=== block 1 ===
### Routing congestion, block 1

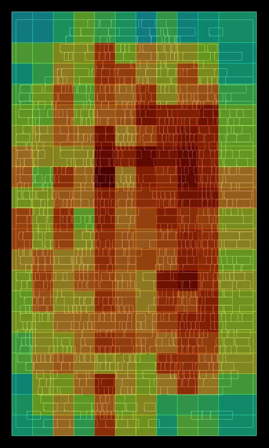

### src/rtl/i8mac_seq.sv
// i8mac_seq: sequencer for an 8-bit multiply-accumulate datapath.
// Each job produces n_out results. Each result is one accumulator clear (CLR),
// then depth rdy-qualified accumulate steps (ACC), then a wait for the MAC's
// result strobe (DRAIN). The job ends with a one-clock done pulse (FIN).
// All outputs are registered and are decoded from the next state, so each
// output is valid in the same cycle as the state it belongs to.
module i8mac_seq #(
  parameter int DEPTH_W = 16,
  parameter int CNT_W   = 16
) (
  input  logic               clk,
  input  logic               reset,
  input  logic               start,
  input  logic               abort,
  input  logic [DEPTH_W-1:0] depth,
  input  logic [CNT_W-1:0]   n_out,
  input  logic               rdy,
  input  logic               acvalid,
  output logic               acl,
  output logic               aen,
  output logic               ivalid,
  output logic [DEPTH_W-1:0] term_idx,
  output logic [CNT_W-1:0]   out_idx,
  output logic               busy,
  output logic               done,
  output logic               err
);

  typedef enum logic [2:0] {IDLE, CLR, ACC, DRAIN, FIN} state_t;

  state_t             r_state;
  state_t             w_state_next;
  logic [DEPTH_W-1:0] r_depth, w_depth_next;
  logic [CNT_W-1:0]   r_nout, w_nout_next;
  logic [DEPTH_W-1:0] r_term, w_term_next;
  logic [CNT_W-1:0]   r_out, w_out_next;
  logic               r_err, w_err_next;
  logic               r_acl, r_aen, r_ivalid, r_busy, r_done;

  // Next-state and counter logic. Abort has priority over everything except
  // reset. Counters stop on an exact match against the latched limits, so a
  // full-scale depth or n_out never needs the counter to wrap.
  always_comb begin
    w_state_next = r_state;
    w_depth_next = r_depth;
    w_nout_next  = r_nout;
    w_term_next  = r_term;
    w_out_next   = r_out;
    // A result strobe outside DRAIN is a protocol error; the state is unaffected.
    w_err_next   = r_err | (acvalid && (r_state != DRAIN));
    if (abort && (r_state != IDLE)) begin
      w_state_next = IDLE;
      w_err_next   = r_err;
    end else begin
      case (r_state)
        IDLE: begin
          if (start) begin
            w_depth_next = depth;
            w_nout_next  = n_out;
            w_term_next  = '0;
            w_out_next   = '0;
            w_err_next   = acvalid;
            // An empty job skips straight to completion without touching the MAC.
            w_state_next = ((depth == '0) || (n_out == '0)) ? FIN : CLR;
          end
        end
        CLR: begin
          if (rdy) w_state_next = ACC;
        end
        ACC: begin
          if (rdy) begin
            if (r_term == r_depth - DEPTH_W'(1)) w_state_next = DRAIN;
            else                                 w_term_next  = r_term + DEPTH_W'(1);
          end
        end
        DRAIN: begin
          if (acvalid) begin
            if (r_out == r_nout - CNT_W'(1)) begin
              w_state_next = FIN;
            end else begin
              w_out_next   = r_out + CNT_W'(1);
              w_term_next  = '0;
              w_state_next = CLR;
            end
          end
        end
        FIN:     w_state_next = IDLE;
        default: w_state_next = IDLE;
      endcase
    end
  end

  // State, counters and registered outputs decoded from the next state.
  always_ff @(posedge clk or posedge reset) begin
    if (reset) begin
      r_state  <= IDLE;
      r_depth  <= '0;
      r_nout   <= '0;
      r_term   <= '0;
      r_out    <= '0;
      r_err    <= 1'b0;
      r_acl    <= 1'b0;
      r_aen    <= 1'b0;
      r_ivalid <= 1'b0;
      r_busy   <= 1'b0;
      r_done   <= 1'b0;
    end else begin
      r_state  <= w_state_next;
      r_depth  <= w_depth_next;
      r_nout   <= w_nout_next;
      r_term   <= w_term_next;
      r_out    <= w_out_next;
      r_err    <= w_err_next;
      r_acl    <= (w_state_next == CLR);
      r_aen    <= (w_state_next == ACC);
      r_ivalid <= (w_state_next == ACC);
      r_busy   <= (w_state_next != IDLE);
      r_done   <= (w_state_next == FIN);
    end
  end

  assign acl      = r_acl;
  assign aen      = r_aen;
  assign ivalid   = r_ivalid;
  assign term_idx = r_term;
  assign out_idx  = r_out;
  assign busy     = r_busy;
  assign done     = r_done;
  assign err      = r_err;

endmodule
### config.mk
export PLATFORM = sky130hd
export DESIGN_NAME = i8mac_seq
export DESIGN_NICKNAME = d
export VERILOG_FILES = /design/src/rtl/i8mac_seq.sv
export SDC_FILE = /design/constraint.sdc
export NUM_CORES = 1
export LEC_CHECK = 0
export ABC_AREA = 1
export ABC_CLOCK_PERIOD_IN_PS = 2000
export CAP_MARGIN = 20
export CORE_ASPECT_RATIO = 1.75
export CORE_UTILIZATION = 45
export CTS_CLUSTER_SIZE = 12
export DETAILED_ROUTE_END_ITERATION = 6
export PLACE_DENSITY = 0.71
export SETUP_SLACK_MARGIN = 0.4
export SKIP_CTS_REPAIR_TIMING = 1
export SLEW_MARGIN = 20
export SYNTH_ARGS = -nofsm -noshare
export SYNTH_HDL_FRONTEND = slang
export SYNTH_SLANG_ARGS = --single-unit
### constraint.sdc
create_clock -name clk -period 2 [get_ports clk]
set_input_delay 0.3 -clock clk [delete_from_list [all_inputs] [get_ports clk]]
set_output_delay 0.3 -clock clk [all_outputs]
set_load 0.03 [all_outputs]
=== block 2 ===
==> src/rtl/mem_bus_master_if.sv <==
// Command, write-data, response and shared-bus signals of the memory bus initiator.
// The master modport is the initiator's view; slave is the view of whoever drives it.
interface mem_bus_master_if #(
   parameter int AW = 16,
   parameter int DW = 8
);
   logic          cmd_valid;
   logic          cmd_ready;
   logic          cmd_write;
   logic [AW-1:0] cmd_addr;
   logic [3:0]    cmd_len;

   logic          wr_valid;
   logic [DW-1:0] wr_data;
   logic          wr_ready;

   logic          rsp_valid;
   logic [DW-1:0] rsp_data;
   logic          rsp_err;
   logic          rsp_last;

   logic [AW-1:0] bus_addr;
   logic          bus_rd;
   logic          bus_wr;
   logic [DW-1:0] bus_wdata;
   logic [DW-1:0] bus_rdata;
   logic          bus_ack;

   modport master (
      input  cmd_valid, cmd_write, cmd_addr, cmd_len,
      input  wr_valid, wr_data,
      input  bus_rdata, bus_ack,
      output cmd_ready, wr_ready,
      output rsp_valid, rsp_data, rsp_err, rsp_last,
      output bus_addr, bus_rd, bus_wr, bus_wdata
   );

   modport slave (
      output cmd_valid, cmd_write, cmd_addr, cmd_len,
      output wr_valid, wr_data,
      output bus_rdata, bus_ack,
      input  cmd_ready, wr_ready,
      input  rsp_valid, rsp_data, rsp_err, rsp_last,
      input  bus_addr, bus_rd, bus_wr, bus_wdata
   );
endinterface

==> src/rtl/mem_bus_master.sv <==
// Burst bus initiator: one SETUP/STROBE/RESP pass per beat, strobe bounded by TIMEOUT.
//
// state  | meaning
// IDLE   | cmd_ready high, waiting for a command
// SETUP  | address driven, strobes low; writes wait here for wr_valid
// STROBE | bus_rd or bus_wr high, counting cycles until ack or timeout
// RESP   | one-cycle response pulse, then next beat or back to IDLE
module mem_bus_master #(
   parameter int AW      = 16,
   parameter int DW      = 8,
   parameter int TIMEOUT = 15
) (
   input  logic              clk,
   input  logic              reset,
   mem_bus_master_if.master  mbus,
   output logic              busy
);
   localparam int            TW      = $clog2(TIMEOUT + 1);
   localparam logic [TW-1:0] TC_LAST = TW'(TIMEOUT - 1);
   localparam logic [TW-1:0] TC_MAX  = TW'(TIMEOUT);

   typedef enum logic [1:0] {IDLE, SETUP, STROBE, RESP} state_t;

   state_t        state, state_nxt;
   logic          write_q;
   logic [3:0]    len_q;
   logic [3:0]    beat_q;
   logic [AW-1:0] addr_q;
   logic [DW-1:0] wdata_q;
   logic [DW-1:0] rdata_q;
   logic          err_q;
   logic [TW-1:0] tcnt;
   logic          final_beat;
   logic          timeout_hit;

   assign final_beat  = (beat_q == len_q);
   // tcnt counts completed strobe cycles, so TC_LAST marks the TIMEOUT-th one
   assign timeout_hit = (tcnt == TC_LAST);

   always_comb begin
      state_nxt      = state;
      mbus.cmd_ready = 1'b0;
      mbus.wr_ready  = 1'b0;
      mbus.bus_rd    = 1'b0;
      mbus.bus_wr    = 1'b0;
      mbus.rsp_valid = 1'b0;
      mbus.rsp_err   = 1'b0;
      mbus.rsp_last  = 1'b0;
      mbus.rsp_data  = '0;
      mbus.bus_addr  = addr_q;
      mbus.bus_wdata = wdata_q;
      busy           = (state != IDLE);
      case (state)
         IDLE: begin
            mbus.cmd_ready = 1'b1;
            if (mbus.cmd_valid) state_nxt = SETUP;
         end
         SETUP: begin
            mbus.wr_ready = write_q;
            if (!write_q || mbus.wr_valid) state_nxt = STROBE;
         end
         STROBE: begin
            mbus.bus_rd = !write_q;
            mbus.bus_wr = write_q;
            if (mbus.bus_ack || timeout_hit) state_nxt = RESP;
         end
         RESP: begin
            mbus.rsp_valid = 1'b1;
            mbus.rsp_err   = err_q;
            mbus.rsp_last  = final_beat || err_q;
            mbus.rsp_data  = rdata_q;
            state_nxt      = (final_beat || err_q) ? IDLE : SETUP;
         end
         default: state_nxt = IDLE;
      endcase
   end

   always_ff @(posedge clk) begin
      if (reset) begin
         state   <= IDLE;
         write_q <= 1'b0;
         len_q   <= '0;
         beat_q  <= '0;
         addr_q  <= '0;
         wdata_q <= '0;
         rdata_q <= '0;
         err_q   <= 1'b0;
         tcnt    <= '0;
      end else begin
         state <= state_nxt;
         case (state)
            IDLE: begin
               if (mbus.cmd_valid) begin
                  write_q <= mbus.cmd_write;
                  addr_q  <= mbus.cmd_addr;
                  len_q   <= mbus.cmd_len;
                  beat_q  <= '0;
                  err_q   <= 1'b0;
                  rdata_q <= '0;
                  tcnt    <= '0;
               end
            end
            SETUP: begin
               tcnt <= '0;
               if (write_q && mbus.wr_valid) wdata_q <= mbus.wr_data;
            end
            STROBE: begin
               if (tcnt != TC_MAX) tcnt <= tcnt + 1'b1;
               if (mbus.bus_ack) begin
                  rdata_q <= write_q ? '0 : mbus.bus_rdata;
               end else if (timeout_hit) begin
                  err_q   <= 1'b1;
                  rdata_q <= '0;
               end
            end
            RESP: begin
               if (!(final_beat || err_q)) begin
                  addr_q <= addr_q + 1'b1;
                  beat_q <= beat_q + 1'b1;
                  tcnt   <= '0;
               end
            end
            default: ;
         endcase
      end
   end
endmodule

==> src/flat_wrapper.sv <==
// flat-port wrapper written by rule: the top's interface ports become plain ports
module mem_bus_master_flat 
#(
   parameter int AW      = 16,
   parameter int DW      = 8,
   parameter int TIMEOUT = 15
)
  (clk, reset, busy, mbus_cmd_valid, mbus_cmd_write, mbus_cmd_addr, mbus_cmd_len, mbus_wr_valid, mbus_wr_data, mbus_bus_rdata, mbus_bus_ack, mbus_cmd_ready, mbus_wr_ready, mbus_rsp_valid, mbus_rsp_data, mbus_rsp_err, mbus_rsp_last, mbus_bus_addr, mbus_bus_rd, mbus_bus_wr, mbus_bus_wdata);
  mem_bus_master_if #(.AW(AW), .DW(DW)) mbus_i ();
  input  logic clk;
  input  logic reset;
  output logic busy;
  input wire logic [$bits(mbus_i.cmd_valid)-1:0] mbus_cmd_valid;
  input wire logic [$bits(mbus_i.cmd_write)-1:0] mbus_cmd_write;
  input wire logic [$bits(mbus_i.cmd_addr)-1:0] mbus_cmd_addr;
  input wire logic [$bits(mbus_i.cmd_len)-1:0] mbus_cmd_len;
  input wire logic [$bits(mbus_i.wr_valid)-1:0] mbus_wr_valid;
  input wire logic [$bits(mbus_i.wr_data)-1:0] mbus_wr_data;
  input wire logic [$bits(mbus_i.bus_rdata)-1:0] mbus_bus_rdata;
  input wire logic [$bits(mbus_i.bus_ack)-1:0] mbus_bus_ack;
  output wire logic [$bits(mbus_i.cmd_ready)-1:0] mbus_cmd_ready;
  output wire logic [$bits(mbus_i.wr_ready)-1:0] mbus_wr_ready;
  output wire logic [$bits(mbus_i.rsp_valid)-1:0] mbus_rsp_valid;
  output wire logic [$bits(mbus_i.rsp_data)-1:0] mbus_rsp_data;
  output wire logic [$bits(mbus_i.rsp_err)-1:0] mbus_rsp_err;
  output wire logic [$bits(mbus_i.rsp_last)-1:0] mbus_rsp_last;
  output wire logic [$bits(mbus_i.bus_addr)-1:0] mbus_bus_addr;
  output wire logic [$bits(mbus_i.bus_rd)-1:0] mbus_bus_rd;
  output wire logic [$bits(mbus_i.bus_wr)-1:0] mbus_bus_wr;
  output wire logic [$bits(mbus_i.bus_wdata)-1:0] mbus_bus_wdata;
  assign mbus_i.cmd_valid = mbus_cmd_valid;
  assign mbus_i.cmd_write = mbus_cmd_write;
  assign mbus_i.cmd_addr = mbus_cmd_addr;
  assign mbus_i.cmd_len = mbus_cmd_len;
  assign mbus_i.wr_valid = mbus_wr_valid;
  assign mbus_i.wr_data = mbus_wr_data;
  assign mbus_i.bus_rdata = mbus_bus_rdata;
  assign mbus_i.bus_ack = mbus_bus_ack;
  assign mbus_cmd_ready = mbus_i.cmd_ready;
  assign mbus_wr_ready = mbus_i.wr_ready;
  assign mbus_rsp_valid = mbus_i.rsp_valid;
  assign mbus_rsp_data = mbus_i.rsp_data;
  assign mbus_rsp_err = mbus_i.rsp_err;
  assign mbus_rsp_last = mbus_i.rsp_last;
  assign mbus_bus_addr = mbus_i.bus_addr;
  assign mbus_bus_rd = mbus_i.bus_rd;
  assign mbus_bus_wr = mbus_i.bus_wr;
  assign mbus_bus_wdata = mbus_i.bus_wdata;
  mem_bus_master #(.AW(AW), .DW(DW), .TIMEOUT(TIMEOUT)) u_core (.clk(clk), .reset(reset), .mbus(mbus_i), .busy(busy));
endmodule
==> config.mk <==
export PLATFORM = sky130hd
export DESIGN_NAME = mem_bus_master_flat
export DESIGN_NICKNAME = d
export VERILOG_FILES = /design/src/rtl/mem_bus_master_if.sv /design/src/rtl/mem_bus_master.sv /design/src/flat_wrapper.sv
export SDC_FILE = /design/constraint.sdc
export NUM_CORES = 1
export LEC_CHECK = 0
export CAP_MARGIN = 20
export CORE_ASPECT_RATIO = 2
export CORE_MARGIN = 4
export CORE_UTILIZATION = 48
export CTS_BUF_LIST = sky130_fd_sc_hd__clkbuf_4 sky130_fd_sc_hd__clkbuf_8
export CTS_CLUSTER_SIZE = 14
export DETAILED_ROUTE_END_ITERATION = 12
export GPL_ROUTABILITY_DRIVEN = 1
export PLACE_DENSITY_LB_ADDON = 0.25
export SLEW_MARGIN = 0
export SYNTH_ARGS = -nofsm -noshare
export SYNTH_HDL_FRONTEND = slang
export SYNTH_SLANG_ARGS = --single-unit
export TNS_END_PERCENT = 50
==> constraint.sdc <==
create_clock -name clk -period 2.35 [get_ports clk]
set_input_delay 0.47 -clock clk [delete_from_list [all_inputs] [get_ports clk]]
set_output_delay 0.47 -clock clk [all_outputs]
set_load 0.05 [all_outputs]
=== block 3 ===
## src/rtl/light_phase_timer.sv

```systemverilog
// light_phase_timer
//   Sequences lamp patterns for an intersection: serves a green pattern for a
//   requested number of ticks, then asks upstream for the next pattern. A
//   changed pattern is separated from the old one by a yellow interval (only
//   when some field was green) and an all-red clearance interval. Re-requesting
//   the current green pattern extends the green without any yellow or all-red.
//
//   Optional feature: define LIGHT_TIMER_HOLD_EN to add the 'hold' input, which
//   freezes the GREEN interval (state and timeLeft) while high.
//
// Ports
//   clk        in   1  rising-edge clock
//   rst        in   1  synchronous active-low reset
//   tick       in   1  timebase enable, interval timers count only on tick=1
//   hold       in   1  (LIGHT_TIMER_HOLD_EN only) freeze GREEN interval
//   laneOutput in   8  requested pattern WWSSEENN, sampled in the nextReq cycle
//   loadTime   in   7  requested green duration in ticks (0 is served as 1)
//   nextReq    out  1  one-cycle request pulse to upstream
//   lights     out  8  lamp drive WWSSEENN, 11=green 01=yellow 00=red
//   timeLeft   out  7  ticks remaining in the current interval
module light_phase_timer #(
  parameter int unsigned YELLOW_TIME = 3,
  parameter int unsigned ALLRED_TIME = 1
) (
  input  logic       clk,
  input  logic       rst,
  input  logic       tick,
`ifdef LIGHT_TIMER_HOLD_EN
  input  logic       hold,
`endif
  input  logic [7:0] laneOutput,
  input  logic [6:0] loadTime,
  output logic       nextReq,
  output logic [7:0] lights,
  output logic [6:0] timeLeft
);

  localparam int unsigned LW = 8;
  localparam int unsigned TW = 7;

  // Lower bit of every 2-bit field; masks a green pattern down to yellow.
  localparam logic [LW-1:0] YELLOW_MASK = LW'(8'h55);

  typedef enum logic [1:0] {
    S_REQ    = 2'd0,
    S_GREEN  = 2'd1,
    S_YELLOW = 2'd2,
    S_ALLRED = 2'd3
  } state_t;

  state_t        state_q, state_n;
  logic [LW-1:0] green_q, green_n;        // pattern currently (or last) shown green
  logic [LW-1:0] pend_lights_q, pend_lights_n;
  logic [TW-1:0] pend_time_q, pend_time_n;
  logic          boot_q, boot_n;          // clearance since reset already served
  logic [LW-1:0] lights_n;
  logic [TW-1:0] time_n;
  logic          next_req_n;

  logic [LW-1:0] req_pat;
  logic [TW-1:0] req_time;
  logic          hold_act;

  // Any field that is not exactly green is forced to red.
  function automatic logic [LW-1:0] sanitise(input logic [LW-1:0] pat);
    logic [LW-1:0] res;
    res = '0;
    for (int i = 0; i < 4; i++) begin
      if (pat[2*i +: 2] == 2'b11) res[2*i +: 2] = 2'b11;
    end
    return res;
  endfunction

`ifdef LIGHT_TIMER_HOLD_EN
  assign hold_act = hold;
`else
  assign hold_act = 1'b0;
`endif

  // Request as it will be served if sampled this cycle.
  assign req_pat  = sanitise(laneOutput);
  assign req_time = (loadTime == '0) ? TW'(1) : loadTime;

  // State and output registers.
  always_ff @(posedge clk) begin
    if (!rst) begin
      state_q       <= S_ALLRED;
      green_q       <= '0;
      pend_lights_q <= '0;
      pend_time_q   <= TW'(1);
      boot_q        <= 1'b1;
      lights        <= '0;
      timeLeft      <= TW'(ALLRED_TIME);
      nextReq       <= 1'b0;
    end else begin
      state_q       <= state_n;
      green_q       <= green_n;
      pend_lights_q <= pend_lights_n;
      pend_time_q   <= pend_time_n;
      boot_q        <= boot_n;
      lights        <= lights_n;
      timeLeft      <= time_n;
      nextReq       <= next_req_n;
    end
  end

  // Next-state and next-output logic.
  always_comb begin
    state_n       = state_q;
    green_n       = green_q;
    pend_lights_n = pend_lights_q;
    pend_time_n   = pend_time_q;
    boot_n        = boot_q;
    lights_n      = lights;
    time_n        = timeLeft;
    next_req_n    = 1'b0;

    unique case (state_q)
      S_REQ: begin
        // tick is ignored here; the request is decided in this single cycle.
        boot_n = 1'b0;
        if (req_pat == green_q) begin
          // Green extension: same lamps, fresh duration.
          state_n  = S_GREEN;
          time_n   = req_time;
          lights_n = green_q;
        end else if (boot_q) begin
          // First request after reset: the reset all-red already cleared.
          state_n  = S_GREEN;
          green_n  = req_pat;
          lights_n = req_pat;
          time_n   = req_time;
        end else begin
          pend_lights_n = req_pat;
          pend_time_n   = req_time;
          if (green_q != '0) begin
            state_n  = S_YELLOW;
            time_n   = TW'(YELLOW_TIME);
            lights_n = green_q & YELLOW_MASK;
          end else begin
            state_n  = S_ALLRED;
            time_n   = TW'(ALLRED_TIME);
            lights_n = '0;
          end
        end
      end

      S_GREEN: begin
        if (tick && !hold_act) begin
          if (timeLeft > TW'(1)) begin
            time_n = timeLeft - TW'(1);
          end else begin
            state_n    = S_REQ;
            next_req_n = 1'b1;
          end
        end
      end

      S_YELLOW: begin
        if (tick) begin
          if (timeLeft > TW'(1)) begin
            time_n = timeLeft - TW'(1);
          end else begin
            state_n  = S_ALLRED;
            time_n   = TW'(ALLRED_TIME);
            lights_n = '0;
            green_n  = '0;
          end
        end
      end

      S_ALLRED: begin
        if (tick) begin
          if (timeLeft > TW'(1)) begin
            time_n = timeLeft - TW'(1);
          end else if (boot_q) begin
            // Reset clearance served: ask for the first real pattern.
            state_n    = S_REQ;
            next_req_n = 1'b1;
          end else begin
            state_n  = S_GREEN;
            green_n  = pend_lights_q;
            lights_n = pend_lights_q;
            time_n   = pend_time_q;
          end
        end
      end

      default: begin
        state_n = S_ALLRED;
      end
    endcase
  end

endmodule

```

## config.mk

```make
export PLATFORM = sky130hd
export DESIGN_NAME = light_phase_timer
export DESIGN_NICKNAME = d
export VERILOG_FILES = /design/src/rtl/light_phase_timer.sv
export SDC_FILE = /design/constraint.sdc
export NUM_CORES = 1
export LEC_CHECK = 0
export CAP_MARGIN = 25
export CORE_MARGIN = 8
export CORE_UTILIZATION = 40
export CTS_BUF_LIST = sky130_fd_sc_hd__clkbuf_16
export CTS_CLUSTER_DIAMETER = 40
export CTS_CLUSTER_SIZE = 24
export DETAILED_ROUTE_END_ITERATION = 12
export SLEW_MARGIN = 10
export SYNTH_ARGS = -nofsm -noshare
export SYNTH_HDL_FRONTEND = slang
export SYNTH_SLANG_ARGS = --single-unit
export TNS_END_PERCENT = 5
```

## constraint.sdc

```tcl
create_clock -name clk -period 5.5 [get_ports clk]
set_input_delay 1.1 -clock clk [delete_from_list [all_inputs] [get_ports clk]]
set_output_delay 1.1 -clock clk [all_outputs]
set_load 0.02 [all_outputs]
```

### Signal wires by layer, block 1

Scale bar: 20 um.
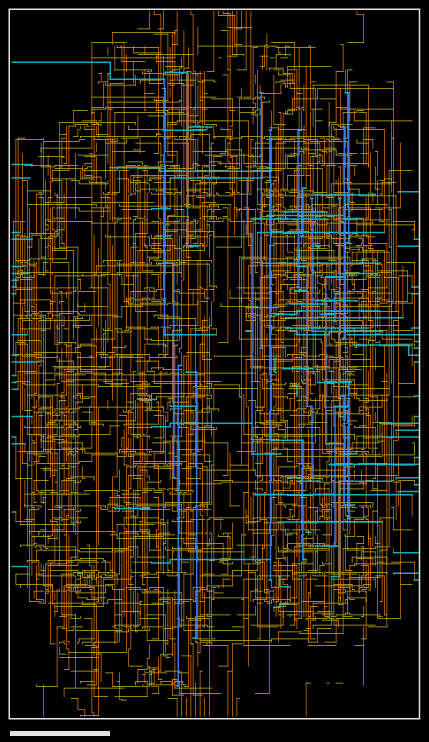
yellow -> met1  # wire length 5840 um
orange -> met2  # wire length 9490 um
blue -> met4  # wire length 823 um
cyan -> met3  # wire length 703 um

## Picture notes: 'Routing congestion' of block 1
GR met1 Demand/Resource: 0.273
final core occ: 0.684
wire per inst: 16.4 um
grt peak-use layer: met2

==> results.tsv, block 1 <==
stage	metric	value	unit
finish	Buffers, non-clock	163	
routing	metal3 WL	702	um
final_timing	setup slack after layout	-224	ps
critical_path	Levels on crit path	12	
power	Comb group	5.31	mW
run_status	status	finished, violations left	
global_route	initial antenna violation count	0	
power	clock share of power	0.178	
synth	comb area leader	simple AND/OR/NAND/NOR gates	
run_status	violated checks	negative setup slack	
power	Power Sequential	2.25	mW
power	sequential share of power	0.245	
final_timing	Clock Skews	4.94	ps
clock_network	Clock Tree Buf Depth	2	
final_timing	final setup fails	38	
critical_path	worst r2r src	r_nout[0]$_DFFE_PP0P_	
finish	#MultiIn Comb	569	
flow_run	max-cap violations	0	
final_timing	worst hold slack	405	ps
floorplanning	die area	0.0115	mm2
place	dpl hpwl	11800	um
floorplanning	I/O pin count	76	
finish	fill count	890	
finish	Final Non-Filler Cells	1025	
finish	Signal buf overhead	0.220	
finish	Logic cell area	0.00318	mm2
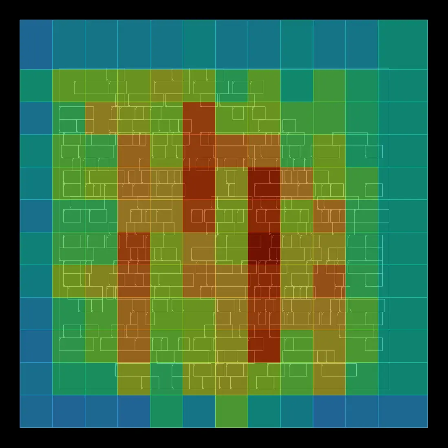
*Routing congestion, block 3*
GR met1 Demand/Resource: 0.176
Total Routing Usage GR: 0.139
grt peak-use layer: met2
GR Util met3: 0.0388

==> results.tsv, block 3 <==
stage	metric	value	unit
flow_run	Log Warnings	30	
synth	Post-synth top cells	dfxtp_1, o21ai_0, nor2_1	
place	dpl hpwl	3440	um
worst_hold_path	Hold Path Cell Cnt	2	
routing	DRT antenna net count	0	
finish	Buffers, non-clock	34	
final_timing	Peak Freq	332	MHz
final_timing	Slew @ Worst Pin	731	ps
finish	Logic cell area	0.00120	mm2
floorplanning	# Taps	67	
synth	yosys adder share	0.0379	
critical_path	reg2reg setup slack	3150	ps
synth	YS chip area	0.00198	mm2
synth	comb area leader	AND-OR/OR-AND gates	
routing	DR pass1 iterations	4	
synth	mux cell area share after synthesis	0.0720	
synth	distinct lib cells	45	
place	input/output buffers	33	
routing	DR WL met2	2250	um
power	PD cells	600	mW/mm2
routing	via count	1775	
finish	logic share of the area	0.486	
routing	highest metal used	met4	
critical_path	worst r2r src	timeLeft[5]$_SDFFE_PN0P_	
critical_path	Crit path arrival time	3190	ps
critical_path	Worst Path Buf+Inv	1	
synth	cell with the most instances after synthesis	dfxtp_1	
power	cell internal pwr	0.852	mW
finish	Top reg by flops	lights	
run_status	status	complete, no violations	
final_timing	Clock Skews	4.27	ps
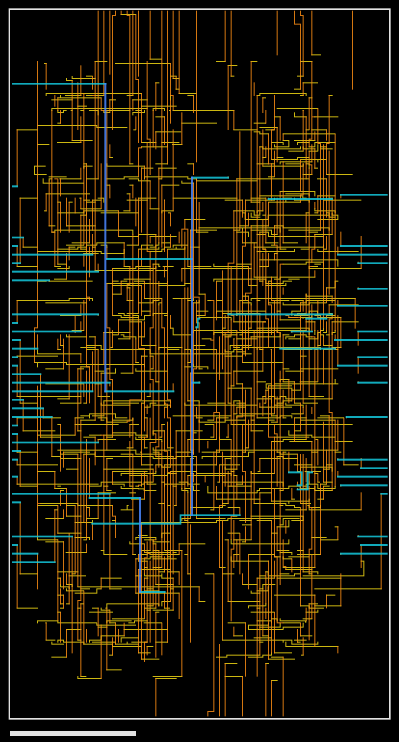
*Signal wires by layer, block 2*
Scale bar: 20 um.
yellow -> met1  # wire length 2630 um
cyan -> met3  # wire length 423 um
blue -> met4  # wire length 118 um
orange -> met2  # wire length 4150 um

==> results.tsv, block 2 <==
stage	metric	value	unit
critical_path	Worst Setup SP	u_core.state[1]$_SDFFE_PP0P_	
synth	main area contributors	dfxtp_1, a21oi_1, mux2i_1, nand3_1, ha_1	
critical_path	reg2reg setup slack	280	ps
clock_network	clock latency at the later pin of the worst-skew pair	320	ps
routing	DR WL met2	4150	um
floorplanning	# Taps	58	
power	Worst VDD drop	897	uV
final_timing	period utilization	0.914	
clock_network	Num CTS Buffers	5	
critical_path	startpoint types	register	
clock_network	post_cts resized	1	
finish	Inverters	6	
routing	1st-iter DRT viols	158	
critical_path	crit-path leading delay family	buffers and inverters	
synth	yosys adder share	0.0380	
place	GPL Wtd Cong	0.822	
final_timing	min cycle time layout	2150	ps
synth	ys flops	48	
synth	mux cell area share after synthesis	0.0456	
synth	Top FF cell, synth	dfxtp_1	
global_route	grt peak-use layer	met2	
critical_path	Worst Path Required	1880	ps
finish	clock buffers	6	
critical_path	Worst Reg-to-Reg Cells	8	
power	clock share of power	0.182	
synth	# Cells Yosys	318	
power	PD cells	913	mW/mm2
global_route	first-pass GRT wire length	12000	um
finish	Signal buf overhead	0.275	
global_route	number of global-route vias before repair	2614	
final_timing	Clock Skews	16.6	ps
synth	YS chip area	0.00263	mm2
finish	highest-count logic cell in the final layout	clkdlybuf4s50_1	
routing	via count	2593	
synth	Synth Net Count	368	
power	cell internal pwr	1.91	mW
final_timing	Setup TNS Final	0	ps
critical_path	Worst Path Buf+Inv	2	
final_timing	final slew viol count	0	
clock_network	H-tree depth	2	
floorplanning	DIE HEIGHT	113	um
global_route	GR met1 Demand/Resource	0.230	
final_timing	setup slack after layout	202	ps
synth	Post-synth ARST share	0	
worst_hold_path	hold_sp	u_core.rdata_q[1]$_SDFFE_PP0P_	
run_status	status	complete, no violations	
critical_path	kind of critical path	reg -> out	
final_timing	RSZ-0062 raised after global routing	false	
place	input/output buffers	81	
power	Leak Pwr	1.40	nW
synth	cell with the most instances after synthesis	dfxtp_1	
finish	Top class by area	logic gates	
critical_path	CP Capture Type	output port	
critical_path	Crit path arrival time	1680	ps
routing	DR pass1 iterations	4	
global_route	largest net degree at the start of global routing	35	
power	Power Sequential	1.10	mW
critical_path	worst-path fanout max	20	
synth	ao+oa area frac	0.221	
critical_path	worst r2r src	u_core.state[1]$_SDFFE_PP0P_	
routing	total wire length	7320	um
final_timing	worst hold slack	469	ps
finish	max FFs per register	16	
finish	Final Non-Filler Cells	455	
clock_network	# Post-CTS Setup Buffers	0	
power	Total Power	3.37	mW
synth	Synth Cell Area	0.00263	mm2
worst_hold_path	Hold Path Cell Cnt	2	


==> layout pictures side by side <==
Supply network.
Pins as bars on the die edge. Tap cells in grey.
Plate I
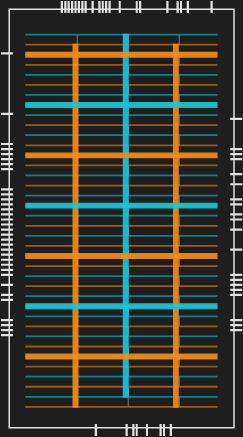
Plate II
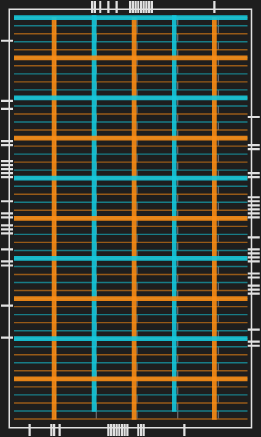
Plate III
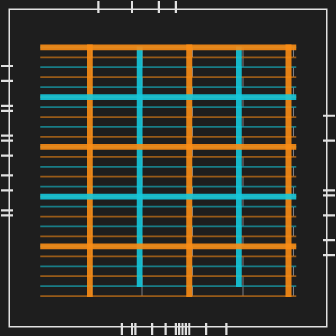
Plate II comes from block 1.
Plate I comes from block 2.
Plate III comes from block 3.
Of these, largest die: Plate II
Of these, fewest pins: Plate III

No activity file was given, so power comes from the tool's default toggle rates.
